# ---- audio_pdm_decimator ----
### Cell sizes after repair, audio_pdm_decimator

Bar = 20 microns.
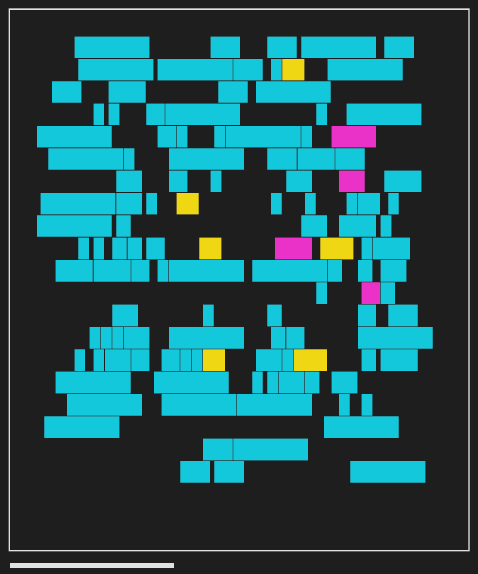

`src/rtl/audio_pkg.sv`:
```
// Shared definitions for the PDM decimator: FSM encodings, settle-window
// count and the output scale/clamp helper.
//   No ports; imported with "import audio_pkg::*;".
package audio_pkg;

   localparam int unsigned STATE_W = 2;
   localparam int unsigned SCALE_W = 64;

   // Legacy-compatible state encoding (IDLE, SETTLE, RUN)
   typedef logic [STATE_W-1:0] state_t;
   localparam state_t ST_IDLE   = 2'd0;
   localparam state_t ST_SETTLE = 2'd1;
   localparam state_t ST_RUN    = 2'd2;

   // Windows discarded before the filter history holds only live input
   function automatic int unsigned settle_windows(input bit sinc2);
      return sinc2 ? 32'd2 : 32'd1;
   endfunction

   // Drop the fractional bits, then clamp the single overflow code
   // (full-scale input) to the largest representable sample.
   function automatic logic [SCALE_W-1:0] scale_clamp(input logic [SCALE_W-1:0] total,
                                                      input int unsigned       shift,
                                                      input int unsigned       width);
      logic [SCALE_W-1:0] scaled;
      logic [SCALE_W-1:0] limit;
      scaled = total >> shift;
      limit  = (SCALE_W'(1) << width) - SCALE_W'(1);
      return (scaled > limit) ? limit : scaled;
   endfunction

endpackage

```
`src/rtl/audio_pdm_sync.sv`:
```
// Two-flop synchroniser for an asynchronous single-bit pin.
//   clk      : system clock
//   rst      : asynchronous active-high reset (flops clear to 0)
//   async_in : raw pin
//   sync_out : synchronised copy, two clocks behind the pin
module audio_pdm_sync (
   input  logic clk,
   input  logic rst,
   input  logic async_in,
   output logic sync_out
);

   logic meta;

   // Free-running: never gated, so the chain is always primed
   always_ff @(posedge clk or posedge rst) begin
      if (rst) begin
         meta     <= 1'b0;
         sync_out <= 1'b0;
      end else begin
         meta     <= async_in;
         sync_out <= meta;
      end
   end

endmodule

```
`src/rtl/audio_pdm_decimator.sv`:
```
// Boxcar (sinc1) PDM decimator: counts ones over a 2^DECIM_LOG2-clock
// window and emits one WIDTH-bit unsigned sample with a 1-cycle valid.
// Define AUDIO_PDM_SINC2_EN to build a second-order CIC (sinc2) instead.
//   clk   : system clock
//   rst   : asynchronous active-high reset
//   ena   : enable; low returns the block to IDLE
//   pdm   : asynchronous pulse-density input
//   data  : last completed sample
//   valid : one-cycle strobe when data updates
//   busy  : high while settling or running
module audio_pdm_decimator
   import audio_pkg::*;
#(
   parameter int unsigned WIDTH      = 6,
   parameter int unsigned DECIM_LOG2 = 6
) (
   input  logic             clk,
   input  logic             rst,
   input  logic             ena,
   input  logic             pdm,
   output logic [WIDTH-1:0] data,
   output logic             valid,
   output logic             busy
);

`ifdef AUDIO_PDM_SINC2_EN
   localparam bit          SINC2 = 1'b1;
`else
   localparam bit          SINC2 = 1'b0;
`endif
   localparam int unsigned NSETTLE = settle_windows(SINC2);
   localparam int unsigned ACC_W   = SINC2 ? (2 * DECIM_LOG2 + 1) : (DECIM_LOG2 + 1);
   localparam int unsigned SHIFT   = SINC2 ? (2 * DECIM_LOG2 - WIDTH) : (DECIM_LOG2 - WIDTH);
   localparam int unsigned SCNT_W  = 2;
   localparam logic [SCNT_W-1:0] SETTLE_LAST = SCNT_W'(NSETTLE - 1);

   if (DECIM_LOG2 < WIDTH) begin : g_bad_cfg
      $error("audio_pdm_decimator: DECIM_LOG2 must be >= WIDTH");
   end

   // Input synchroniser
   logic bit_s;

   audio_pdm_sync u_sync (
      .clk      (clk),
      .rst      (rst),
      .async_in (pdm),
      .sync_out (bit_s)
   );

   // Control state
   state_t                  state, state_nxt;
   logic [DECIM_LOG2-1:0]   phase, phase_nxt;
   logic [SCNT_W-1:0]       settle_cnt, settle_nxt;
   logic [WIDTH-1:0]        data_nxt;
   logic                    valid_nxt;
   logic                    busy_nxt;

   logic                    term_c;
   logic                    adv_c;
   logic [ACC_W-1:0]        total_c;
   logic [WIDTH-1:0]        sample_c;

   assign term_c   = (phase == '1);
   // Integrate only while busy and still enabled; ena low discards the window
   assign adv_c    = (state != ST_IDLE) && ena;
   assign sample_c = WIDTH'(scale_clamp(SCALE_W'(total_c), SHIFT, WIDTH));

`ifdef AUDIO_PDM_SINC2_EN
   // Two clk-rate integrators, two window-rate combs (modular arithmetic)
   logic [ACC_W-1:0] int1, int2, int2_d, comb1_d;
   logic [ACC_W-1:0] int1_nxt, int2_nxt, int2_d_nxt, comb1_d_nxt;
   logic [ACC_W-1:0] int1_sum_c, int2_sum_c, comb1_c;

   always_comb begin
      int1_nxt    = int1;
      int2_nxt    = int2;
      int2_d_nxt  = int2_d;
      comb1_d_nxt = comb1_d;
      int1_sum_c  = int1 + ACC_W'(bit_s);
      int2_sum_c  = int2 + int1_sum_c;
      comb1_c     = int2_sum_c - int2_d;
      total_c     = comb1_c - comb1_d;
      if (!adv_c) begin
         int1_nxt    = '0;
         int2_nxt    = '0;
         int2_d_nxt  = '0;
         comb1_d_nxt = '0;
      end else begin
         int1_nxt = int1_sum_c;
         int2_nxt = int2_sum_c;
         if (term_c) begin
            int2_d_nxt  = int2_sum_c;
            comb1_d_nxt = comb1_c;
         end
      end
   end

   always_ff @(posedge clk or posedge rst) begin
      if (rst) begin
         int1    <= '0;
         int2    <= '0;
         int2_d  <= '0;
         comb1_d <= '0;
      end else begin
         int1    <= int1_nxt;
         int2    <= int2_nxt;
         int2_d  <= int2_d_nxt;
         comb1_d <= comb1_d_nxt;
      end
   end
`else
   // Ones counter; the terminal-phase bit is folded into the total directly
   logic [ACC_W-1:0] acc, acc_nxt;

   always_comb begin
      acc_nxt = acc;
      total_c = acc + ACC_W'(bit_s);
      if (!adv_c || term_c) begin
         acc_nxt = '0;
      end else begin
         acc_nxt = total_c;
      end
   end

   always_ff @(posedge clk or posedge rst) begin
      if (rst) begin
         acc <= '0;
      end else begin
         acc <= acc_nxt;
      end
   end
`endif

   // Next-state and registered-output logic
   always_comb begin
      state_nxt  = state;
      phase_nxt  = phase;
      settle_nxt = settle_cnt;
      data_nxt   = data;
      valid_nxt  = 1'b0;
      case (state)
         ST_IDLE: begin
            phase_nxt  = '0;
            settle_nxt = '0;
            if (ena) begin
               state_nxt = ST_SETTLE;
            end
         end
         ST_SETTLE, ST_RUN: begin
            if (!ena) begin
               state_nxt  = ST_IDLE;
               phase_nxt  = '0;
               settle_nxt = '0;
            end else begin
               phase_nxt = phase + DECIM_LOG2'(1);
               if (term_c) begin
                  if (state == ST_SETTLE) begin
                     if (settle_cnt == SETTLE_LAST) begin
                        state_nxt = ST_RUN;
                     end else begin
                        settle_nxt = settle_cnt + SCNT_W'(1);
                     end
                  end else begin
                     data_nxt  = sample_c;
                     valid_nxt = 1'b1;
                  end
               end
            end
         end
         default: begin
            state_nxt  = ST_IDLE;
            phase_nxt  = '0;
            settle_nxt = '0;
         end
      endcase
      busy_nxt = (state_nxt != ST_IDLE);
   end

   // State register
   always_ff @(posedge clk or posedge rst) begin
      if (rst) begin
         state      <= ST_IDLE;
         phase      <= '0;
         settle_cnt <= '0;
         data       <= '0;
         valid      <= 1'b0;
         busy       <= 1'b0;
      end else begin
         state      <= state_nxt;
         phase      <= phase_nxt;
         settle_cnt <= settle_nxt;
         data       <= data_nxt;
         valid      <= valid_nxt;
         busy       <= busy_nxt;
      end
   end

endmodule
```
`config.mk`:
```
export PLATFORM = sky130hd
export DESIGN_NAME = audio_pdm_decimator
export DESIGN_NICKNAME = d
export VERILOG_FILES = /design/src/rtl/audio_pkg.sv /design/src/rtl/audio_pdm_sync.sv /design/src/rtl/audio_pdm_decimator.sv
export SDC_FILE = /design/constraint.sdc
export NUM_CORES = 1
export LEC_CHECK = 0
export ABC_CLOCK_PERIOD_IN_PS = 2450
export CORE_ASPECT_RATIO = 1.2
export CORE_MARGIN = 3
export CORE_UTILIZATION = 40
export CTS_CLUSTER_SIZE = 10
export DETAILED_ROUTE_END_ITERATION = 10
export PLACE_DENSITY = 0.56
export SETUP_SLACK_MARGIN = 0.4
export SKIP_CTS_REPAIR_TIMING = 1
export SYNTH_ARGS = -nofsm -noshare
export SYNTH_HDL_FRONTEND = slang
export SYNTH_SLANG_ARGS = --single-unit
```
`constraint.sdc`:
```
create_clock -name clk -period 2.45 [get_ports clk]
set_input_delay 0.6125 -clock clk [delete_from_list [all_inputs] [get_ports clk]]
set_output_delay 0.6125 -clock clk [all_outputs]
set_load 0.03 [all_outputs]
```
# ---- turn_sequencer ----
[config.mk]
export PLATFORM = sky130hd
export DESIGN_NAME = turn_sequencer
export DESIGN_NICKNAME = d
export VERILOG_FILES = /design/src/rtl/turn_sequencer.sv
export SDC_FILE = /design/constraint.sdc
export NUM_CORES = 1
export LEC_CHECK = 0
export ABC_CLOCK_PERIOD_IN_PS = 6500
export CAP_MARGIN = 20
export CELL_PAD_IN_SITES_DETAIL_PLACEMENT = 1
export CELL_PAD_IN_SITES_GLOBAL_PLACEMENT = 2
export CORE_ASPECT_RATIO = 1.2
export CORE_MARGIN = 2
export CORE_UTILIZATION = 29
export DETAILED_ROUTE_END_ITERATION = 8
export PLACE_DENSITY_LB_ADDON = 0.25
export SLEW_MARGIN = 20
export SYNTH_ARGS = -nofsm -noshare
export SYNTH_HDL_FRONTEND = slang
export SYNTH_SLANG_ARGS = --single-unit
[constraint.sdc]
create_clock -name clk -period 6.5 [get_ports clk]
set_input_delay 1.3 -clock clk [delete_from_list [all_inputs] [get_ports clk]]
set_output_delay 1.3 -clock clk [all_outputs]
set_load 0.01 [all_outputs]
[src/rtl/turn_sequencer.sv]
// Tic-tac-toe turn controller: key validation, write strobes to the
// mark recorder, BCD turn timer, win-check wait and timeout handling.
// Ports: clk, rst (sync, active high); key_code, board, game_state in;
// wr_en/wr_pos/wr_mark to recorder; whos_turn, time_tens/time_ones,
// key_reject, final_state, busy status out. All outputs registered.
module turn_sequencer #(
  parameter int TICKS_PER_SEC   = 10,
  parameter int TURN_SECONDS    = 15,
  parameter int TIMEOUT_FORFEIT = 0
) (
  input  logic        clk,
  input  logic        rst,
  input  logic [3:0]  key_code,
  input  logic [17:0] board,
  input  logic [1:0]  game_state,
  output logic        wr_en,
  output logic [3:0]  wr_pos,
  output logic [1:0]  wr_mark,
  output logic        whos_turn,
  output logic [3:0]  time_tens,
  output logic [3:0]  time_ones,
  output logic        key_reject,
  output logic [1:0]  final_state,
  output logic        busy
);

  typedef enum logic [1:0] {
    TURN, WRITE, CHECK, DONE
  } state_t;

  localparam int PW =
    (TICKS_PER_SEC > 1) ? $clog2(TICKS_PER_SEC) : 1;
  localparam logic [PW-1:0] PMAX = PW'(TICKS_PER_SEC - 1);
  localparam logic [3:0] RT = 4'(TURN_SECONDS / 10);
  localparam logic [3:0] RO = 4'(TURN_SECONDS % 10);

  state_t        state;
  logic [PW-1:0] presc;
  logic [3:0]    key_prev;

  logic key_ev;
  logic cell_free;
  logic key_ok;
  logic tick;
  logic timeout;

  always_comb begin
    cell_free = 1'b0;
    for (int i = 0; i < 9; i++) begin
      if (key_code == 4'(i + 1))
        cell_free = (board[2*i +: 2] == 2'b00);
    end
  end

  assign key_ev  = (key_code != 4'd0) && (key_prev == 4'd0);
  assign key_ok  = key_ev && cell_free;
  assign tick    = (presc == PMAX);
  assign timeout = tick && (time_tens == 4'd0)
                   && (time_ones == 4'd0);

  always_ff @(posedge clk) begin
    if (rst) begin
      state       <= TURN;
      presc       <= '0;
      key_prev    <= 4'd0;
      wr_en       <= 1'b0;
      wr_pos      <= 4'd0;
      wr_mark     <= 2'b00;
      whos_turn   <= 1'b0;
      time_tens   <= RT;
      time_ones   <= RO;
      key_reject  <= 1'b0;
      final_state <= 2'b00;
      busy        <= 1'b0;
    end else begin
      key_prev   <= key_code;
      wr_en      <= 1'b0;
      key_reject <= 1'b0;
      unique case (state)
        TURN: begin
          if (key_ok) begin
            // an accepted key swallows any coincident tick
            wr_pos  <= key_code - 4'd1;
            wr_mark <= whos_turn ? 2'b10 : 2'b01;
            wr_en   <= 1'b1;
            busy    <= 1'b1;
            state   <= WRITE;
          end else begin
            key_reject <= key_ev;
            presc      <= tick ? '0 : presc + 1'b1;
            if (timeout) begin
              if (TIMEOUT_FORFEIT != 0) begin
                final_state <= whos_turn ? 2'b01 : 2'b10;
                state       <= DONE;
              end else begin
                whos_turn <= ~whos_turn;
                time_tens <= RT;
                time_ones <= RO;
                presc     <= '0;
              end
            end else if (tick) begin
              if (time_ones == 4'd0) begin
                time_ones <= 4'd9;
                time_tens <= time_tens - 4'd1;
              end else begin
                time_ones <= time_ones - 4'd1;
              end
            end
          end
        end
        WRITE: state <= CHECK;
        CHECK: begin
          busy <= 1'b0;
          if (game_state != 2'b00) begin
            final_state <= game_state;
            state       <= DONE;
          end else begin
            whos_turn <= ~whos_turn;
            time_tens <= RT;
            time_ones <= RO;
            presc     <= '0;
            state     <= TURN;
          end
        end
        DONE: state <= DONE;
        default: state <= TURN;
      endcase
    end
  end

endmodule

# ---- conv_encoder_framed ----
`config.mk`:
```
export PLATFORM = sky130hd
export DESIGN_NAME = conv_encoder_framed
export DESIGN_NICKNAME = d
export VERILOG_FILES = /design/src/rtl/viterbi_pkg.sv /design/src/rtl/conv_encoder_framed.sv
export SDC_FILE = /design/constraint.sdc
export NUM_CORES = 1
export LEC_CHECK = 0
export CORE_AREA = 2 2 46 48
export CTS_CLUSTER_SIZE = 16
export DETAILED_ROUTE_END_ITERATION = 6
export DIE_AREA = 0 0 48 50
export PLACE_DENSITY_LB_ADDON = 0.25
export RECOVER_POWER = 25
export SLEW_MARGIN = 20
export SYNTH_ARGS = -nofsm -noshare
export SYNTH_HDL_FRONTEND = slang
export SYNTH_SLANG_ARGS = --single-unit
```
`constraint.sdc`:
```
create_clock -name clk -period 1.8 [get_ports clk]
set_input_delay 0.18 -clock clk [delete_from_list [all_inputs] [get_ports clk]]
set_output_delay 0.18 -clock clk [all_outputs]
set_load 0.005 [all_outputs]
```
`src/rtl/viterbi_pkg.sv`:
```
// Shared types, default code parameters and parity helper for the Viterbi encoder/decoder pair.
// Latency: n/a (declarations only).
// Backpressure: n/a.
package viterbi_pkg;

    // Encoder frame FSM states
    typedef enum logic [1:0] {
        IDLE,
        DATA,
        TAIL
    } enc_state_t;

    // Default code: K=3, (7,5) octal generators, 256-bit frames
    localparam int         K_DEF         = 3;
    localparam logic [2:0] G0_DEF        = 3'b111;
    localparam logic [2:0] G1_DEF        = 3'b101;
    localparam int         FRAME_LEN_DEF = 256;

    // Widest constraint length supported by the helper below
    localparam int         K_MAX         = 7;

    // Parity of the tapped bits of an encoding vector; narrower vectors are zero-extended
    function automatic logic parity_g(input logic [K_MAX-1:0] u, input logic [K_MAX-1:0] g);
        return ^(u & g);
    endfunction

endpackage

```
`src/rtl/conv_encoder_framed.sv`:
```
// Rate-1/2 framed convolutional encoder: FRAME_LEN info bits plus K-1 zero tail bits per frame.
// Latency: one cycle from accepted bit (or tail step) to registered dibit on d_out/valid_o.
// Backpressure: none on the output; ready_o drops only during the K-1 tail cycles.
module conv_encoder_framed
    import viterbi_pkg::*;
#(
    parameter int             K         = K_DEF,
    parameter logic [K-1:0]   G0        = K'(G0_DEF),
    parameter logic [K-1:0]   G1        = K'(G1_DEF),
    parameter int             FRAME_LEN = FRAME_LEN_DEF
) (
    input  logic       clk,
    input  logic       rst,
    input  logic       enable_i,
    input  logic       d_in,
    output logic       ready_o,
    output logic       valid_o,
    output logic [1:0] d_out,
    output logic       sof_o,
    output logic       eof_o,
    output logic       busy_o
);

    localparam int BW = $clog2(FRAME_LEN + 1);
    localparam int TW = $clog2(K);

    // Last count values before leaving DATA / TAIL
    localparam logic [BW-1:0] BIT_LAST  = BW'(FRAME_LEN - 1);
    localparam logic [TW-1:0] TAIL_LAST = TW'(K - 2);

    enc_state_t    state;
    logic [K-2:0]  sr;
    logic [BW-1:0] bit_ct;
    logic [TW-1:0] tail_ct;

    logic          accept;
    logic          fire;
    logic          cur_bit;
    logic [K-1:0]  u;

    // Handshake, step qualifier and encoding vector; tail steps force the input bit to zero
    always_comb begin
        ready_o = (state != TAIL);
        busy_o  = (state != IDLE);
        accept  = enable_i && ready_o;
        fire    = accept || (state == TAIL);
        cur_bit = (state == TAIL) ? 1'b0 : d_in;
        u       = {cur_bit, sr};
    end

    // Frame FSM, shift register, counters and registered dibit/flag outputs
    always_ff @(posedge clk or negedge rst) begin
        if (!rst) begin
            state   <= IDLE;
            sr      <= '0;
            bit_ct  <= '0;
            tail_ct <= '0;
            valid_o <= 1'b0;
            d_out   <= 2'b00;
            sof_o   <= 1'b0;
            eof_o   <= 1'b0;
        end else begin
            valid_o <= fire;
            sof_o   <= 1'b0;
            eof_o   <= 1'b0;

            // d_out and sr move only on a real step; bubbles leave both untouched
            if (fire) begin
                d_out <= {parity_g(K_MAX'(u), K_MAX'(G1)), parity_g(K_MAX'(u), K_MAX'(G0))};
                sr    <= u[K-1:1];
            end

            case (state)
                IDLE: begin
                    if (accept) begin
                        sof_o   <= 1'b1;
                        bit_ct  <= BW'(1);
                        tail_ct <= '0;
                        state   <= (FRAME_LEN == 1) ? TAIL : DATA;
                    end
                end
                DATA: begin
                    if (accept) begin
                        bit_ct <= bit_ct + BW'(1);
                        if (bit_ct == BIT_LAST) begin
                            tail_ct <= '0;
                            state   <= TAIL;
                        end
                    end
                end
                TAIL: begin
                    // Last tail step flushes the final past bit, leaving sr all zero
                    if (tail_ct == TAIL_LAST) begin
                        eof_o   <= 1'b1;
                        bit_ct  <= '0;
                        tail_ct <= '0;
                        state   <= IDLE;
                    end else begin
                        tail_ct <= tail_ct + TW'(1);
                    end
                end
                default: begin
                    bit_ct  <= '0;
                    tail_ct <= '0;
                    state   <= IDLE;
                end
            endcase
        end
    end

endmodule

```
### Metal layers overlaid, conv_encoder_framed

Only two layers are drawn.
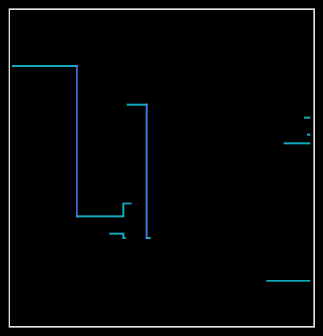
- cyan: met3 (wire length 38.4 microns)
- blue: met4 (wire length 44.9 microns)
Wirelength per Cell: 13.0 microns
DR vias: 733

### Cell sizes after repair, conv_encoder_framed

Bar = 10 microns.
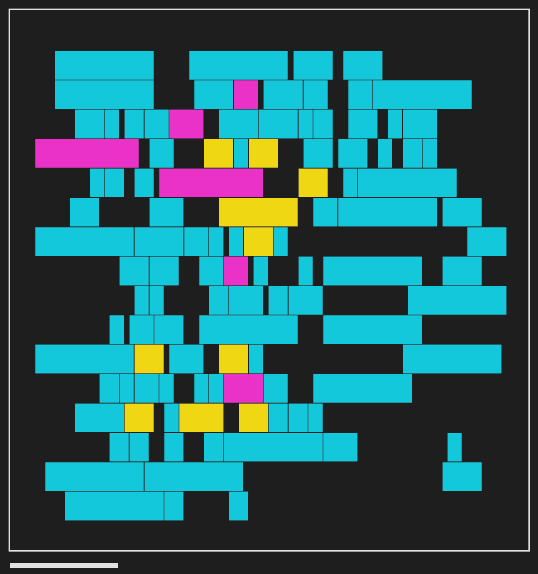
- cyan: drive 1 or less (cells 94; share 85%; most used dfrtp_1)
- yellow: drive 3 to 4 (cells 10; share 9.1%; most used buf_4)
- magenta: drive 2 (cells 6; share 5.5%; most used dfrtp_2)
final worst slack: 0.0822 ns
design area: 1130 sq um
Non-clk bufs: 16

==> results_dict.tcl, conv_encoder_framed <==
# flow metrics
set metrics [dict create \
    power.density_nw_per_um2 876 \
    nWellTaps 27 \
    compound_area_share_pct 21.2 \
    yosys-top-cells-count "dfrtp_1, nand2_1, nor2_1, o21ai_0, o21ai_1" \
    antenna_found_initial 0 \
    xor_area_share_pct 0.933 \
    maxPowerGroup "registers" \
    min_path_type "register to register" \
    whs_ns 0.498 \
    power_frac_seq_pct 58.7 \
    status "finished clean" \
    r2r_slack_ns 0.15 \
    grt_max_degree 21 \
    hold_violations 0 \
    yosys_area_sq_um 938 \
    cts_buffer_depth 2 \
    ys_sh_simple_pct 18.1 \
    hold_path_depth 2 \
    path_cells "or2_2, clkdlybuf4s50_1" \
    wl_microns 1780 \
    num-clock-buffers 3 \
    p_sw_uw 293 \
    power.internal_uw 697 \
    cts_inserted_buffers 3 \
    fp_util_pct 49.3 \
    port_buffers 10 \
    hpwlAfterDp_microns 1300 \
    cp.required_ns 1.62 \
    drt-initial-drc-count 13 \
    cpPeakStageDelay_ns 0.49 \
    drc 0 \
    final_cells 137 \
    fin_worst_skew_ns 0.000499 \
    antenna_left 0 \
    vdd_drop_max_v 0.000639 \
    grt-ovfl-total 0 \
    power_frac_comb_pct 20.4 \
    power.static_leakage_nw 0.498 \
    clk-power_uw 207 \
    cp-end-kind "output port" \
    edf_count 0 \
    gp_congestion 0.828 \
    synth_cell_types 31 \
    slew_viol_final 0 \
    clk_pin_slew_ns 0.10 \
    hp-start "bit_ct[8]" \
    ys_cells 94 \
    place_area_sq_um 1090 \
    syn_to_final_growth_pct 20.4 \
    seq-cell-share_pct 44.5 \
    rows 16 \
    min_to "bit_ct[8]" \
    biggestCellCategory "sequential cells" \
    lay_top_count "dfrtp_1" \
    avgSynthCellArea_sq_um 9.98 \
    fa_ha_area_share_pct 2.67 \
]
==> conv_encoder_framed: what timing repair did <==
item                       CTS  global route
gates cloned                 0             0
setup buffers                0             1
pin swaps                    0             0
gates resized                1             5
setup endpoints to repair    1             6
==> conv_encoder_framed: logic make-up (layout without fill, tap and decap cells) <==
group	after synthesis	in the layout
buffers and inverters	6	22
flip-flops	20	20
AND-OR/OR-AND	29	29
XOR/XNOR	1	1
AND/OR/NAND/NOR	36	36
adder cells (fa/ha/maj)	2	2
==> conv_encoder_framed: layer usage <==
metal / share of wire [%] / track usage [%]
met2: 49 / 27.8
met1: 46 / 25.4
met4: 2.5 / 9.91
met3: 2.1 / 4.40
met5: 0 / 0
==> conv_encoder_framed: worst reg2reg max path: stages, from the launching register on <==
cell	delay, ns
dfrtp_1	0.40
ha_1	0.22
and3_4	0.16
nand3_2	0.09
nor2_2	0.05
ha_1	0.19
nand2b_1	0.15
a21oi_1	0.19
o21a_1	0.15
==> conv_encoder_framed: state kept, by name (all words and copies together) (netlist names) <==
name and count:
sof_o 1, eof_o 1, valid_o 1, sr 2, bit_ct 9, state 2, tail_ct 2, d_out 2
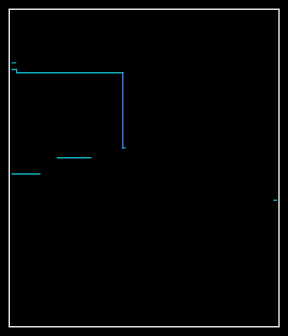
*Metal layers overlaid, audio_pdm_decimator*
Only two layers are drawn.
- cyan: met3 (wire length 37.7 microns)
- blue: met4 (wire length 15.6 microns)
DRT Wirelength: 1960 microns
Wirelength per Cell: 12.6 microns
All-Layer GR Usage: 12.0%

Notes on 'Cell sizes after repair' of audio_pdm_decimator above:
- magenta: drive 2 (cells 4; share 3.3%)
- cyan: drive 1 or less (cells 111; share 92%; most used dfrtp_1)
- yellow: drive 3 to 4 (cells 6; share 5.0%; most used clkbuf_4)
final worst slack: 0.478 ns
design area: 1370 sq um
Non-clk bufs: 12
synth-to-layout area growth: 14.9%

==> results_dict.tcl, audio_pdm_decimator <==
# flow metrics
set metrics [dict create \
    ys_seq_share_pct 56.8 \
    core_sq_um 2810 \
    grt_max_degree 28 \
    vdd_drop_max_v 0.000370 \
    r2r-start "u_sync.sync_out" \
    slowest_stage "clkdlybuf4s50_1" \
    dp_cells 151 \
    grt-ovfl-total 0 \
    setup_tns_ns 0 \
    cp-end-kind "output port" \
    rr_worst_depth 6 \
    antenna_found_initial 0 \
    power_frac_comb_pct 23.0 \
    ys_cells 106 \
    wl_met2_microns 1050 \
    place_area_sq_um 1340 \
    path_cells "clkdlybuf4s50_1" \
    crit_start "data[5]" \
    fp.dieW_microns 55.8 \
    vias_per_cell 4.97 \
    top_layer "met4" \
    mostFrequentLayoutCells "dfrtp_1, nor2_1, clkdlybuf4s50_1, inv_1, ha_1" \
    cp.buffers_inverters 1 \
    num-fill-cells 277 \
    switching_share_pct 28.9 \
    compound_area_share_pct 8.41 \
    cp.required_ns 1.84 \
    drt-met1-wl_microns 847 \
    r2r_end "data[3]" \
    yosys_area_sq_um 1190 \
    fmax_ghz 0.507 \
    power.static_leakage_nw 0.643 \
    clkPwrFrac_pct 20.8 \
    tightestPinTransition_ns 0.564 \
    clkLatencyLatePin_ns 0.31 \
    timing.critical_path.arrival_ns 1.36 \
    rsz0062_at_grt "false" \
    start_kind "register" \
    hpwlAfterDp_microns 1470 \
    fin_worst_skew_ns 0.00143 \
    cpPeakStageDelay_ns 0.67 \
    met1_usage_pct 14.3 \
    pg_seq_uw 495 \
    fp_util_pct 42.3 \
    cts_sinks 27 \
    status "finished clean" \
    rows 21 \
    synthesis.nets 117 \
    gp_congestion 0.743 \
    synth_area_sq_um 1190 \
    slew_viol_final 0 \
]
[audio_pdm_decimator: cell usage after synthesis]
library cell  number  area, sq um
buf_6              1         11.3
xor2_1             5         43.8
a311oi_2           1         15.0
nand2_1            3         11.3
and4bb_2           1         12.5
nor2_1            21         78.8
and3_4             1         11.3
xnor2_1            4         35.0
inv_1              8         30.0
nand2_2            1         6.26
o21ai_0            2         10.0
nand3_1            6         30.0
ha_1               7         87.6
or3_1              1         6.26
mux2i_1            1         10.0
a21oi_1            2         10.0
a311o_1            1         10.0
dfrtp_1           27          676
a2bb2oi_1          1         8.76
a31o_2             1         8.76
and3_1             2         12.5
and4_4             1         11.3
a31oi_1            6         37.5
nor3b_1            1         7.51
nand4b_1           1         8.76
[audio_pdm_decimator: cell type report]
| class | count | area [sq um] | area share, % |
|---|---|---|---|
| multi-input combinational | 70 | 473 | 34.6 |
| inverter | 8 | 30.0 | 2.20 |
| sequential | 27 | 676 | 49.4 |
| clock buffer | 4 | 26.3 | 1.92 |
| tap | 34 | 42.5 | 3.11 |
| timing repair buffer | 12 | 120 | 8.78 |
### Cell sizes after repair, turn_sequencer

Bar = 20 microns.
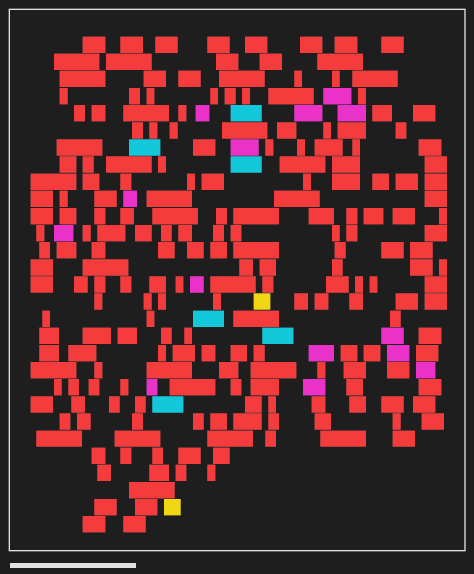
- magenta: drive 2 (cells 14; share 6.0%; most used a211oi_2)
- red: drive 1 or less (cells 210; share 91%; most used clkdlybuf4s50_1)
- yellow: drive 3 to 4 (cells 2; share 0.86%)
- cyan: drive 6 and up (cells 6; share 2.6%; most used clkbuf_8)
Non-clk bufs: 46
design area: 2180 sq um
synth-to-layout area growth: 35.1%

==> results_dict.tcl, turn_sequencer <==
# flow metrics
set metrics [dict create \
    status "finished clean" \
    hpwlAfterDp_microns 3200 \
    dp_cells 286 \
    critical_path_class "input pin to register" \
    fin_util_pct 40.9 \
    cts_hold_buf 0 \
    ys.flops 30 \
    antenna_found_initial 0 \
    r2r_end "time_ones[2]" \
    cap_violations 0 \
    grt_max_degree 34 \
    min_to "wr_mark[1]" \
    whs_ns 0.459 \
    fin_worst_skew_ns 0.00546 \
    tool_warnings 31 \
    critPathMaxFanout 20 \
    drt-met1-wl_microns 1960 \
    cp.required_ns 6.67 \
    synthArstFlopShare_pct 0 \
    slew_viol_final 0 \
    slowest_stage "a21boi_2" \
    power.density_nw_per_um2 193 \
    top_cell "dfxtp_1" \
    power_frac_seq_pct 46.8 \
    timing.critical_path.arrival_ns 4.52 \
    use_met2_pct 25.9 \
    drc 0 \
    vdd_drop_max_v 0.000109 \
    yosysWarnings 0 \
    dieArea_sq_um 6190 \
    synthesis.nets 222 \
]
turn_sequencer: logic make-up after synthesis:
logic type                 Yosys count  synth area share (%)
xor gates and xnor gates             2                  1.08
buffers and inverters               20                  6.51
AOI/OAI and AO/OA                   55                  24.2
muxes                                1                 0.620
and+or+nand+nor                     70                  23.4
adders and majority gates            9                  6.97
DFF                                 30                  37.2
turn_sequencer: registers in the layout, indices dropped and copies added (netlist names):
signal       count
key_prev         4
wr_mark          2
presc            4
wr_en            1
busy             1
whos_turn        1
wr_pos           4
time_ones        4
final_state      2
key_reject       1
state            2
time_tens        4
turn_sequencer: worst max-delay path, delay by kind of cell:
family / cells / cell delay [ns]
buffers and inverters: 2 / 0.68
AND-OR/OR-AND: 4 / 1.49
adder cells (fa/ha/maj): 1 / 0.26
AND/OR/NAND/NOR: 2 / 0.79
turn_sequencer: power groups by stage:
stage               sequential, mW  clock (mW)  combinational, mW
finish                       0.198       0.156             0.0687
global route                 0.199       0.172             0.0766
CTS                          0.198       0.162             0.0700
detailed placement           0.202           0             0.0695
global placement             0.202           0             0.0692
floorplan                    0.202           0             0.0368

# ---- instr_fetch_unit ----
### M1 wires, instr_fetch_unit

Bar = 50 microns. Supply wires on this layer in gray. Cells faint in the background.
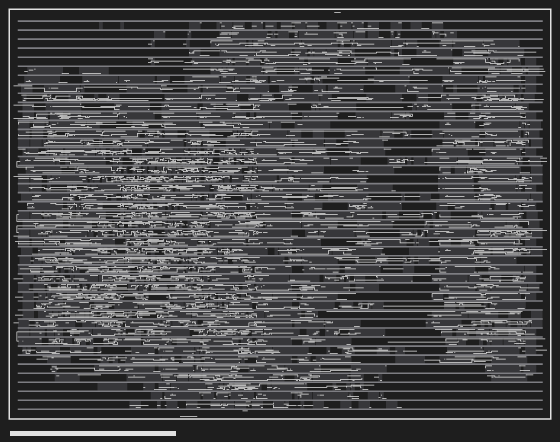

==> config.mk <==
export PLATFORM = sky130hd
export DESIGN_NAME = instr_fetch_unit
export DESIGN_NICKNAME = d
export VERILOG_FILES = /design/src/rtl/instr_fetch_unit.sv
export SDC_FILE = /design/constraint.sdc
export NUM_CORES = 1
export LEC_CHECK = 0
export ABC_AREA = 1
export CAP_MARGIN = 10
export CORE_ASPECT_RATIO = 0.75
export CORE_MARGIN = 2
export CORE_UTILIZATION = 53
export DETAILED_ROUTE_END_ITERATION = 10
export HOLD_SLACK_MARGIN = 0.05
export PLACE_DENSITY = 0.92
export SETUP_SLACK_MARGIN = 0.5
export SYNTH_ARGS = -nofsm -noshare
export SYNTH_HDL_FRONTEND = slang
export SYNTH_SLANG_ARGS = --single-unit
==> constraint.sdc <==
create_clock -name clk -period 6.2 [get_ports clk]
set_input_delay 1.55 -clock clk [delete_from_list [all_inputs] [get_ports clk]]
set_output_delay 1.55 -clock clk [all_outputs]
set_load 0.01 [all_outputs]
==> src/rtl/instr_fetch_unit.sv <==
// instr_fetch_unit
// Fetch stage of the single-issue RV32I core. Holds the PC, issues in-order
// word requests to instruction memory, buffers the returned words in a
// 2-entry FIFO and presents one instruction per cycle to decode.
//
// Ports
//   clk, rst_n         single rising-edge clock, synchronous active-low reset
//   imem_req_valid     fetch request valid
//   imem_req_addr      word-aligned fetch address (the current pc)
//   imem_req_ready     memory accepts the request this cycle
//   imem_rsp_valid     in-order response, not backpressurable
//   imem_rsp_data      returned instruction word
//   redirect_valid     load a new pc (taken branch / jump), highest priority
//   redirect_pc        redirect target, bits [1:0] ignored
//   stall              decode cannot accept this cycle
//   if_valid           if_pc / if_instr hold a valid instruction
//   if_pc              pc of the presented instruction (0 when empty)
//   if_instr           presented instruction (NOP_INSTR when empty)
//   if_opcode          if_instr[6:0], feeds MainControl
module instr_fetch_unit #(
  parameter logic [31:0] RESET_PC  = 32'h0000_0000,
  parameter logic [31:0] NOP_INSTR = 32'h0000_0013
) (
  input  logic        clk,
  input  logic        rst_n,
  output logic        imem_req_valid,
  output logic [31:0] imem_req_addr,
  input  logic        imem_req_ready,
  input  logic        imem_rsp_valid,
  input  logic [31:0] imem_rsp_data,
  input  logic        redirect_valid,
  input  logic [31:0] redirect_pc,
  input  logic        stall,
  output logic        if_valid,
  output logic [31:0] if_pc,
  output logic [31:0] if_instr,
  output logic [6:0]  if_opcode
);

  // Control state
  logic [31:0] pc;
  logic [1:0]  outstanding;
  logic [1:0]  drop;
  logic [1:0]  count;
  logic        rd_ptr;
  logic        wr_ptr;
  logic        inflight_rd;
  logic        inflight_wr;

  // Data storage (not reset)
  logic [31:0] fifo_pc    [2];
  logic [31:0] fifo_instr [2];
  logic [31:0] inflight_pc[2];

  logic        deq;
  logic        req_fire;
  logic        fifo_wr;
  logic        fifo_rd;
  logic [2:0]  credit_used;
  logic        unused_redirect_lsbs;

  assign unused_redirect_lsbs = ^redirect_pc[1:0];

  always_comb begin
    if_valid       = rst_n && (count != 2'd0);
    deq            = if_valid && !stall;
    // Slots that will be occupied after this cycle's pop: in-flight requests
    // plus buffered entries. A new request needs a guaranteed FIFO slot.
    credit_used    = {1'b0, outstanding} + {1'b0, count} - {2'b00, deq};
    imem_req_valid = rst_n && !redirect_valid && (credit_used < 3'd2);
    imem_req_addr  = pc;
    req_fire       = imem_req_valid && imem_req_ready;
    // A redirect squashes both the same-cycle write and the same-cycle pop.
    fifo_wr        = imem_rsp_valid && (drop == 2'd0) && !redirect_valid;
    fifo_rd        = deq && !redirect_valid;
    if_pc          = if_valid ? fifo_pc[rd_ptr]    : 32'h0000_0000;
    if_instr       = if_valid ? fifo_instr[rd_ptr] : NOP_INSTR;
  end

  assign if_opcode = if_instr[6:0];

  always_ff @(posedge clk) begin
    if (!rst_n) begin
      pc          <= RESET_PC;
      outstanding <= 2'd0;
      drop        <= 2'd0;
      count       <= 2'd0;
      rd_ptr      <= 1'b0;
      wr_ptr      <= 1'b0;
      inflight_rd <= 1'b0;
      inflight_wr <= 1'b0;
    end else begin
      // The in-flight pc queue tracks every accepted request, including ones
      // that will later be dropped, so it stays aligned with the responses.
      outstanding <= outstanding + {1'b0, req_fire} - {1'b0, imem_rsp_valid};
      if (req_fire)       inflight_wr <= ~inflight_wr;
      if (imem_rsp_valid) inflight_rd <= ~inflight_rd;

      if (redirect_valid) begin
        pc     <= {redirect_pc[31:2], 2'b00};
        // Everything still in flight after this cycle belongs to the old path.
        drop   <= outstanding - {1'b0, imem_rsp_valid};
        count  <= 2'd0;
        rd_ptr <= 1'b0;
        wr_ptr <= 1'b0;
      end else begin
        if (req_fire) pc <= pc + 32'd4;
        if (imem_rsp_valid && (drop != 2'd0)) drop <= drop - 2'd1;
        if (fifo_wr) wr_ptr <= ~wr_ptr;
        if (fifo_rd) rd_ptr <= ~rd_ptr;
        count <= count + {1'b0, fifo_wr} - {1'b0, fifo_rd};
      end
    end
  end

  always_ff @(posedge clk) begin
    if (req_fire) inflight_pc[inflight_wr] <= pc;
    if (fifo_wr) begin
      fifo_pc[wr_ptr]    <= inflight_pc[inflight_rd];
      fifo_instr[wr_ptr] <= imem_rsp_data;
    end
  end

`ifndef SYNTHESIS
  always_ff @(posedge clk) begin
    if (rst_n) begin
      assert (!(imem_rsp_valid && (drop == 2'd0) && (count == 2'd2)))
        else $error("instr_fetch_unit: response arrived with FIFO full");
      assert (!(imem_rsp_valid && (outstanding == 2'd0)))
        else $error("instr_fetch_unit: response with no outstanding request");
    end
  end
`endif

endmodule

# ---- glb_ifmap_dispatcher ----
$ cat src/rtl/glb_pkg.sv
// Shared types and helpers for the GLB ifmap dispatcher.
//   disp_state_t : dispatcher FSM states
//   disp_word_t  : one tagged pixel as it travels through the output FIFO
//   row_mask()   : which PE rows consume a pixel of a given ifmap row
package glb_pkg;

  localparam int unsigned DATA_WIDTH_DEFAULT = 16;
  localparam int unsigned NUM_ROW_DEFAULT    = 4;
  localparam int unsigned MAX_K_DEFAULT      = 7;
  localparam int unsigned DIM_WIDTH_DEFAULT  = 8;
  localparam int unsigned CH_WIDTH_DEFAULT   = 8;

  // One extra bit so row-i and H-K never wrap.
  localparam int unsigned MASK_CALC_W = DIM_WIDTH_DEFAULT + 1;

  typedef enum logic [1:0] {
    StIdle,
    StRun,
    StDrain,
    StDone
  } disp_state_t;

  typedef struct packed {
    logic [DATA_WIDTH_DEFAULT-1:0] data;
    logic [DIM_WIDTH_DEFAULT-1:0]  row;
    logic [DIM_WIDTH_DEFAULT-1:0]  col;
    logic [CH_WIDTH_DEFAULT-1:0]   ch;
    logic [NUM_ROW_DEFAULT-1:0]    mask;
    logic                          last;
  } disp_word_t;

  // PE row i uses ifmap row r when kernel row i lands on r for some valid output row,
  // i.e. i < K, i <= r and r - i <= H - K. Rows beyond NUM_ROW are simply not produced.
  function automatic logic [NUM_ROW_DEFAULT-1:0] row_mask(
    input logic [DIM_WIDTH_DEFAULT-1:0] row,
    input logic [7:0]                   k,
    input logic [DIM_WIDTH_DEFAULT-1:0] h
  );
    logic [MASK_CALC_W-1:0]     rx, kx, hx, ix;
    logic [NUM_ROW_DEFAULT-1:0] m;
    rx = {1'b0, row};
    kx = MASK_CALC_W'(k);
    hx = {1'b0, h};
    m  = '0;
    for (int unsigned i = 0; i < NUM_ROW_DEFAULT; i++) begin
      ix   = MASK_CALC_W'(i);
      m[i] = (ix < kx) && (ix <= rx) && ((rx - ix) <= (hx - kx));
    end
    return m;
  endfunction

endpackage

$ cat src/rtl/glb_sync_fifo.sv
// First-word-fall-through synchronous FIFO of disp_word_t.
//   clk, rstn      : clock, async active-low reset
//   clear          : sync empty (wins over push/pop)
//   push, wdata    : write side; push ignored when full
//   pop, rdata     : read side; rdata is the head word whenever !empty
//   full, empty, count : occupancy status
module glb_sync_fifo
  import glb_pkg::*;
#(
  parameter int unsigned Depth = 8
) (
  input  logic                     clk,
  input  logic                     rstn,
  input  logic                     clear,
  input  logic                     push,
  input  disp_word_t               wdata,
  input  logic                     pop,
  output disp_word_t               rdata,
  output logic                     full,
  output logic                     empty,
  output logic [$clog2(Depth):0]   count
);

  localparam int unsigned AW = $clog2(Depth);
  localparam int unsigned CW = AW + 1;

  disp_word_t      mem [Depth];
  logic [AW-1:0]   wptr_q, rptr_q;
  logic [CW-1:0]   count_q;
  logic            do_push, do_pop;

  assign full    = (count_q == CW'(Depth));
  assign empty   = (count_q == '0);
  assign count   = count_q;
  assign do_push = push && !full;
  assign do_pop  = pop && !empty;
  assign rdata   = mem[rptr_q];

  always_ff @(posedge clk or negedge rstn) begin
    if (!rstn) begin
      wptr_q  <= '0;
      rptr_q  <= '0;
      count_q <= '0;
    end else if (clear) begin
      wptr_q  <= '0;
      rptr_q  <= '0;
      count_q <= '0;
    end else begin
      if (do_push) wptr_q <= wptr_q + 1'b1;
      if (do_pop)  rptr_q <= rptr_q + 1'b1;
      if (do_push && !do_pop)      count_q <= count_q + 1'b1;
      else if (do_pop && !do_push) count_q <= count_q - 1'b1;
    end
  end

  // Storage carries no reset; consumers gate the head word with !empty.
  always_ff @(posedge clk) begin
    if (do_push && !clear) mem[wptr_q] <= wdata;
  end

endmodule

$ cat src/rtl/glb_ifmap_dispatcher.sv
// Streams ifmap pixels from the global buffer onto the PE array bus, tagging each with
// row/col/channel and the mask of PE rows that need it.
//   start, cfg_*        : frame launch and geometry (K, W, H, C), latched on start
//   flush               : sync abort back to idle, drops queued words
//   in_valid/ready/data : pixel stream from the global buffer (col, row, ch order)
//   out_*               : tagged pixel stream to the PE set, valid/ready
//   busy, done, cfg_err : frame status; done and cfg_err are one-cycle pulses
module glb_ifmap_dispatcher
  import glb_pkg::*;
#(
  parameter int unsigned DATA_WIDTH = DATA_WIDTH_DEFAULT,
  parameter int unsigned NUM_ROW    = NUM_ROW_DEFAULT,
  parameter int unsigned MAX_K      = MAX_K_DEFAULT,
  parameter int unsigned FIFO_DEPTH = 8,
  parameter int unsigned DIM_WIDTH  = DIM_WIDTH_DEFAULT,
  parameter int unsigned CH_WIDTH   = CH_WIDTH_DEFAULT
) (
  input  logic                  clk,
  input  logic                  rstn,
  input  logic                  flush,
  input  logic                  start,
  input  logic [7:0]            cfg_kernel_size,
  input  logic [DIM_WIDTH-1:0]  cfg_ifmap_w,
  input  logic [DIM_WIDTH-1:0]  cfg_ifmap_h,
  input  logic [CH_WIDTH-1:0]   cfg_channels,
  input  logic                  in_valid,
  output logic                  in_ready,
  input  logic [DATA_WIDTH-1:0] in_data,
  output logic                  out_valid,
  input  logic                  out_ready,
  output logic [DATA_WIDTH-1:0] out_data,
  output logic [DIM_WIDTH-1:0]  out_row,
  output logic [DIM_WIDTH-1:0]  out_col,
  output logic [CH_WIDTH-1:0]   out_ch,
  output logic [NUM_ROW-1:0]    out_row_mask,
  output logic                  out_last,
  output logic                  busy,
  output logic                  done,
  output logic                  cfg_err
);

  disp_state_t            state_q;
  logic [7:0]             k_q;
  logic [DIM_WIDTH-1:0]   w_q, h_q, row_q, col_q;
  logic [CH_WIDTH-1:0]    c_q, ch_q;
  logic                   cfg_err_q;

  logic                   push, pop, fifo_full, fifo_empty;
  logic [$clog2(FIFO_DEPTH):0] fifo_count;
  logic                   col_end, row_end, ch_end, frame_end, cfg_ok;
  disp_word_t             wr_word, rd_word;

  assign cfg_ok = (cfg_kernel_size != '0) && (32'(cfg_kernel_size) <= MAX_K) &&
                  (32'(cfg_kernel_size) <= 32'(cfg_ifmap_w)) &&
                  (32'(cfg_kernel_size) <= 32'(cfg_ifmap_h)) &&
                  (cfg_ifmap_w != '0) && (cfg_ifmap_h != '0) && (cfg_channels != '0);

  assign col_end   = (col_q == w_q - DIM_WIDTH'(1));
  assign row_end   = (row_q == h_q - DIM_WIDTH'(1));
  assign ch_end    = (ch_q == c_q - CH_WIDTH'(1));
  assign frame_end = col_end && row_end && ch_end;

  assign in_ready = (state_q == StRun) && !fifo_full;
  assign push     = in_valid && in_ready;
  assign pop      = out_valid && out_ready;

  always_comb begin
    wr_word      = '0;
    wr_word.data = in_data;
    wr_word.row  = row_q;
    wr_word.col  = col_q;
    wr_word.ch   = ch_q;
    wr_word.mask = row_mask(row_q, k_q, h_q);
    wr_word.last = frame_end;
  end

  glb_sync_fifo #(
    .Depth (FIFO_DEPTH)
  ) u_fifo (
    .clk   (clk),
    .rstn  (rstn),
    .clear (flush),
    .push  (push),
    .wdata (wr_word),
    .pop   (pop),
    .rdata (rd_word),
    .full  (fifo_full),
    .empty (fifo_empty),
    .count (fifo_count)
  );

  always_ff @(posedge clk or negedge rstn) begin
    if (!rstn) begin
      state_q   <= StIdle;
      k_q       <= '0;
      w_q       <= '0;
      h_q       <= '0;
      c_q       <= '0;
      row_q     <= '0;
      col_q     <= '0;
      ch_q      <= '0;
      cfg_err_q <= 1'b0;
    end else begin
      cfg_err_q <= 1'b0;
      if (flush) begin
        state_q <= StIdle;
        row_q   <= '0;
        col_q   <= '0;
        ch_q    <= '0;
      end else begin
        unique case (state_q)
          StIdle: begin
            if (start) begin
              if (cfg_ok) begin
                k_q     <= cfg_kernel_size;
                w_q     <= cfg_ifmap_w;
                h_q     <= cfg_ifmap_h;
                c_q     <= cfg_channels;
                row_q   <= '0;
                col_q   <= '0;
                ch_q    <= '0;
                state_q <= StRun;
              end else begin
                cfg_err_q <= 1'b1;
              end
            end
          end
          StRun: begin
            if (push) begin
              if (col_end) begin
                col_q <= '0;
                if (row_end) begin
                  row_q <= '0;
                  ch_q  <= ch_end ? '0 : ch_q + 1'b1;
                end else begin
                  row_q <= row_q + 1'b1;
                end
              end else begin
                col_q <= col_q + 1'b1;
              end
              if (frame_end) state_q <= StDrain;
            end
          end
          StDrain: begin
            if (fifo_count == '0) state_q <= StDone;
          end
          StDone:  state_q <= StIdle;
          default: state_q <= StIdle;
        endcase
      end
    end
  end

  assign busy    = (state_q != StIdle);
  assign done    = (state_q == StDone);
  assign cfg_err = cfg_err_q;

  // FIFO storage is not reset, so hold the bus at zero whenever nothing is queued.
  assign out_valid    = !fifo_empty;
  assign out_data     = out_valid ? rd_word.data : '0;
  assign out_row      = out_valid ? rd_word.row  : '0;
  assign out_col      = out_valid ? rd_word.col  : '0;
  assign out_ch       = out_valid ? rd_word.ch   : '0;
  assign out_row_mask = out_valid ? rd_word.mask : '0;
  assign out_last     = out_valid && rd_word.last;

endmodule

$ cat config.mk
export PLATFORM = sky130hd
export DESIGN_NAME = glb_ifmap_dispatcher
export DESIGN_NICKNAME = d
export VERILOG_FILES = /design/src/rtl/glb_pkg.sv /design/src/rtl/glb_sync_fifo.sv /design/src/rtl/glb_ifmap_dispatcher.sv
export SDC_FILE = /design/constraint.sdc
export NUM_CORES = 1
export LEC_CHECK = 0
export CORE_MARGIN = 2
export CORE_UTILIZATION = 56
export DETAILED_ROUTE_END_ITERATION = 6
export GPL_ROUTABILITY_DRIVEN = 0
export PLACE_DENSITY_LB_ADDON = 0.3
export SYNTH_ARGS = -nofsm -noshare
export SYNTH_HDL_FRONTEND = slang
export SYNTH_SLANG_ARGS = --single-unit
$ cat constraint.sdc
create_clock -name clk -period 6.95 [get_ports clk]
set_clock_uncertainty 0.2 [all_clocks]
set_input_delay 1.39 -clock clk [delete_from_list [all_inputs] [get_ports clk]]
set_output_delay 1.39 -clock clk [all_outputs]
set_load 0.02 [all_outputs]

==> screenshots <==
Routing congestion map.
panel A
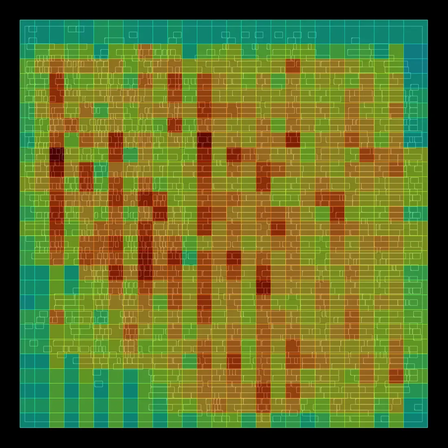
panel B
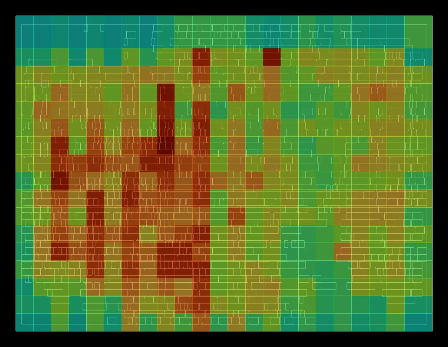
panel B: instr_fetch_unit
panel A: glb_ifmap_dispatcher

### Zoomed window, glb_ifmap_dispatcher

Bar = 10 microns. Window x 75 to 115, y 37 to 77 microns. Cells in gray, sequential cells in the stronger gray; small squares are vias.
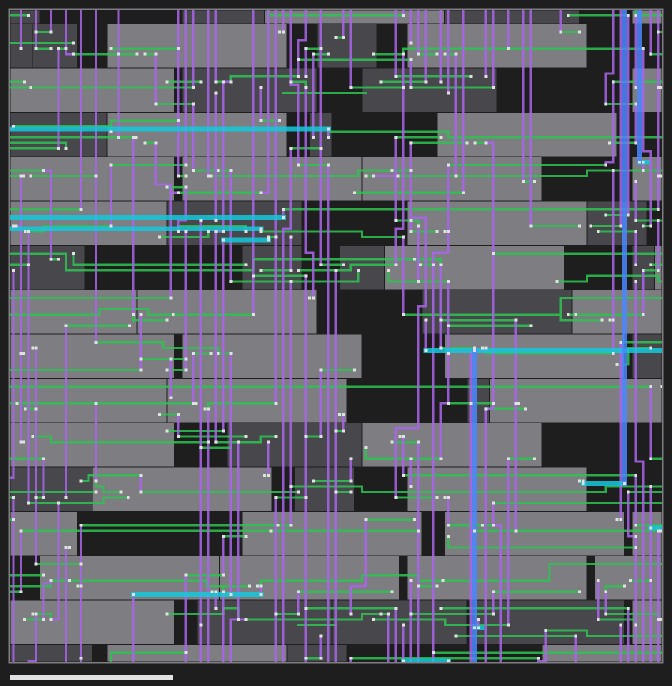
- cyan: met3
- green: met1
- purple: met2
- blue: met4
- cells with their middle in the window: 49
- netlist names of flops here include: u_fifo.mem (29)
- sequential cells in the window: 29
- most frequent: edfxtp_1 (29), mux4_2 (8), mux2i_1 (4)

==> results_dict.tcl, glb_ifmap_dispatcher <==
# flow metrics
set metrics [dict create \
    fp_util_pct 56.7 \
    use_met2_pct 40.8 \
    cp.buffers_inverters 2 \
    status "finished clean" \
    synthArstFlopShare_pct 16.1 \
    yosys_area_sq_um 19500 \
    cpPeakStageDelay_ns 1.00 \
    hpwlAfterDp_microns 24600 \
    fin_util_pct 65.6 \
    syn_to_final_growth_pct 15.6 \
    slowest_stage "dfrtp_4" \
    inv_count 56 \
    avgSynthCellArea_sq_um 15.5 \
    post_cts_resize_count 0 \
    cts_tree "yes" \
    drt-initial-drc-count 875 \
    hp-start "k_q[5]" \
]
glb_ifmap_dispatcher: per-stage QoR:
step	worst slack, ns	hold slack, ns
6_report	1.85	0.289
5_1_grt	1.57	0.294
4_1_cts	1.74	0.290
3_5_place_dp	2.13	0.275
3_3_place_gp	2.19	0.269
2_1_floorplan	1.16	0.254
glb_ifmap_dispatcher: how the worst max path moves through the flow:
stage	from	endpoint	slack, ns	depth (start not counted)
finish	u_fifo.rptr_q[0]	out_row[6]	1.85	5
global route	u_fifo.rptr_q[0]	out_row[6]	1.57	5
CTS	u_fifo.rptr_q[0]	out_row[6]	1.74	5
detailed placement	flush	u_fifo.mem[2][15]	2.13	4
global placement	flush	u_fifo.mem[2][18]	2.19	4
floorplan	flush	u_fifo.mem[0][0]	1.16	3
glb_ifmap_dispatcher: power by group:
| part | internal [mW] | switching, mW | total [mW] |
|---|---|---|---|
| logic | 0.933 | 0.939 | 1.87 |
| clock network | 1.36 | 0.968 | 2.33 |
| registers | 2.81 | 0.146 | 2.95 |
| total | 5.10 | 2.05 | 7.15 |
### Met2 routing, instr_fetch_unit

Bar = 50 microns. Cells faint in the background.
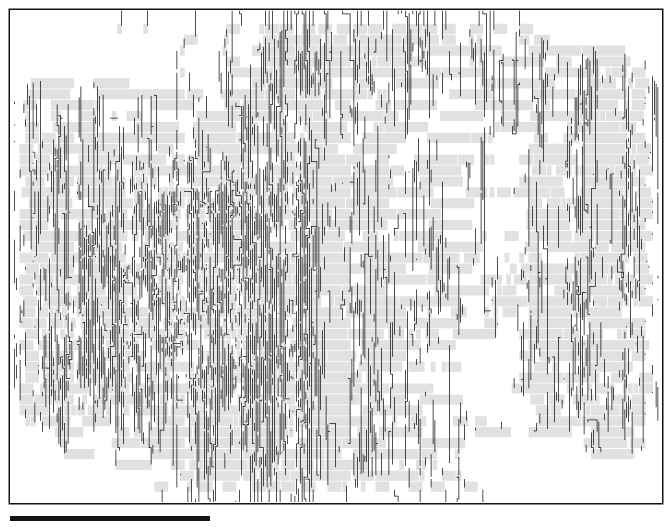
- longest straight run: 60.1 microns
- main direction: vertical
- wire length on this layer: 10,600 microns
- share of all routed wire: 46%
GR Util met2: 39.3%
DR vias: 7,120
DRT Wirelength: 23,000 microns

Notes on 'M1 wires' of instr_fetch_unit above:
- longest straight run: 39.1 microns
- wire length on this layer: 9,350 microns
- main direction: horizontal
- share of all routed wire: 41%
met1 usage: 31.4%

==> results_dict.tcl, instr_fetch_unit <==
# flow metrics
set metrics [dict create \
    synth_cell_types 31 \
    yosysWarnings 0 \
    slew_viol_final 0 \
    setup_viol 0 \
    status "finished clean" \
    synthCells 903 \
    wl_met2_microns 10600 \
    fin_util_pct 68.5 \
    clkLatencyLatePin_ns 0.50 \
    grt-ovfl-total 0 \
    ys_cells 903 \
    nNetsFinal 1151 \
    r2r-start "count[1]" \
    place_area_sq_um 11900 \
    antenna_found_initial 0 \
    xor_area_share_pct 0.787 \
    compound_area_share_pct 3.14 \
    timing.critical_path.arrival_ns 3.92 \
    cts_tree "yes" \
    r2r_slack_ns 2.66 \
    drt-met1-wl_microns 9350 \
    dp_cells 1293 \
]
## instr_fetch_unit: power breakdown
part / leakage [nW] / total [mW] / internal (mW) / switching, mW
registers: 2.04 / 1.74 / 1.70 / 0.0429
logic: 2.58 / 0.287 / 0.141 / 0.147
clock network: 0.355 / 1.35 / 0.804 / 0.541
total: 4.97 / 3.38 / 2.65 / 0.731
## instr_fetch_unit: synthesized netlist by cell type (5+ instances only)
master | count | area share [%]
buf_4 | 13 | 0.97
nor2_1 | 49 | 1.8
buf_2 | 9 | 0.45
a31oi_1 | 5 | 0.31
clkbuf_1 | 17 | 0.64
nand3_1 | 57 | 2.8
mux2_2 | 89 | 10
xnor2_1 | 6 | 0.52
o21ai_0 | 18 | 0.90
dfxtp_1 | 42 | 8.4
a21oi_1 | 28 | 1.4
ha_1 | 9 | 1.1
inv_1 | 133 | 5.0
nand2_1 | 211 | 7.9
edfxtp_1 | 184 | 55
## instr_fetch_unit: cell type report
cell class,instances,share of cell area (%)
tap,247,2.44
clock buffer,29,4.72
clock inverter,11,1.02
inverter,137,4.07
timing repair buffer,180,14.3
multi-input combinational,504,23.3
sequential,226,50.2


==> notes/layouts.md <==
Pictures saved along the way, in no particular order.

Met2 routing.
(a)
Bar = 20 microns. Cells faint in the background.
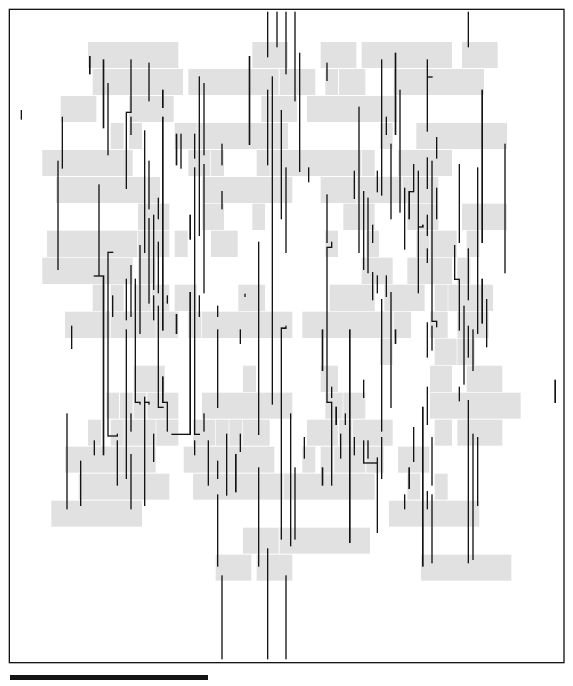
(b)
Bar = 20 microns. Cells faint in the background.
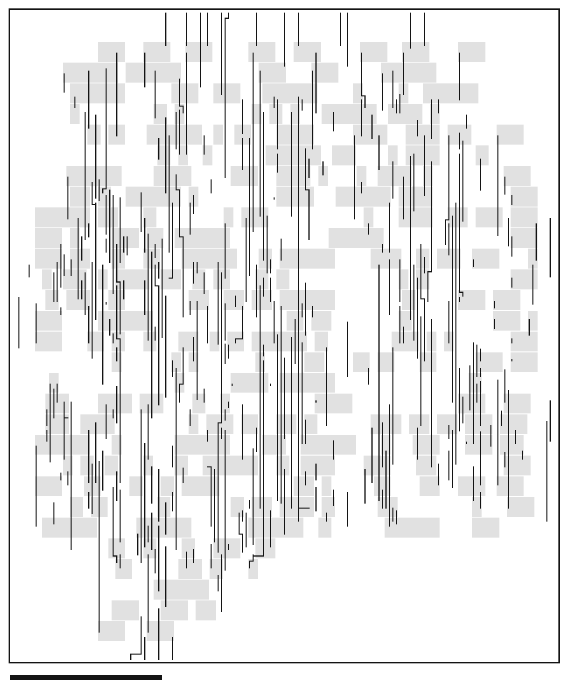
(c)
Bar = 10 microns. Cells faint in the background.
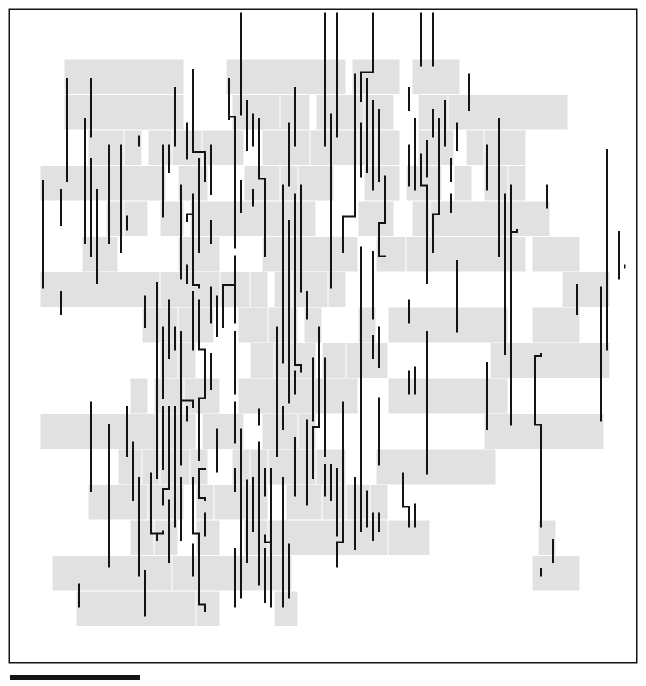
(d)
Bar = 50 microns. Cells faint in the background.
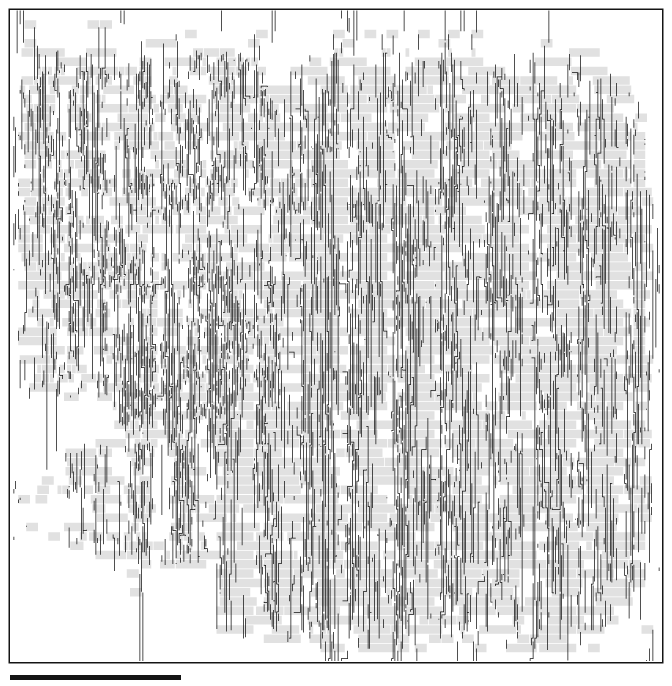
The one with the smallest die is (c).
The one with the largest die is (d).
| picture | from |
|---|---|
| (d) | glb_ifmap_dispatcher |
| (a) | audio_pdm_decimator |
| (b) | turn_sequencer |
| (c) | conv_encoder_framed |

Power and IR drop assume default switching activity.
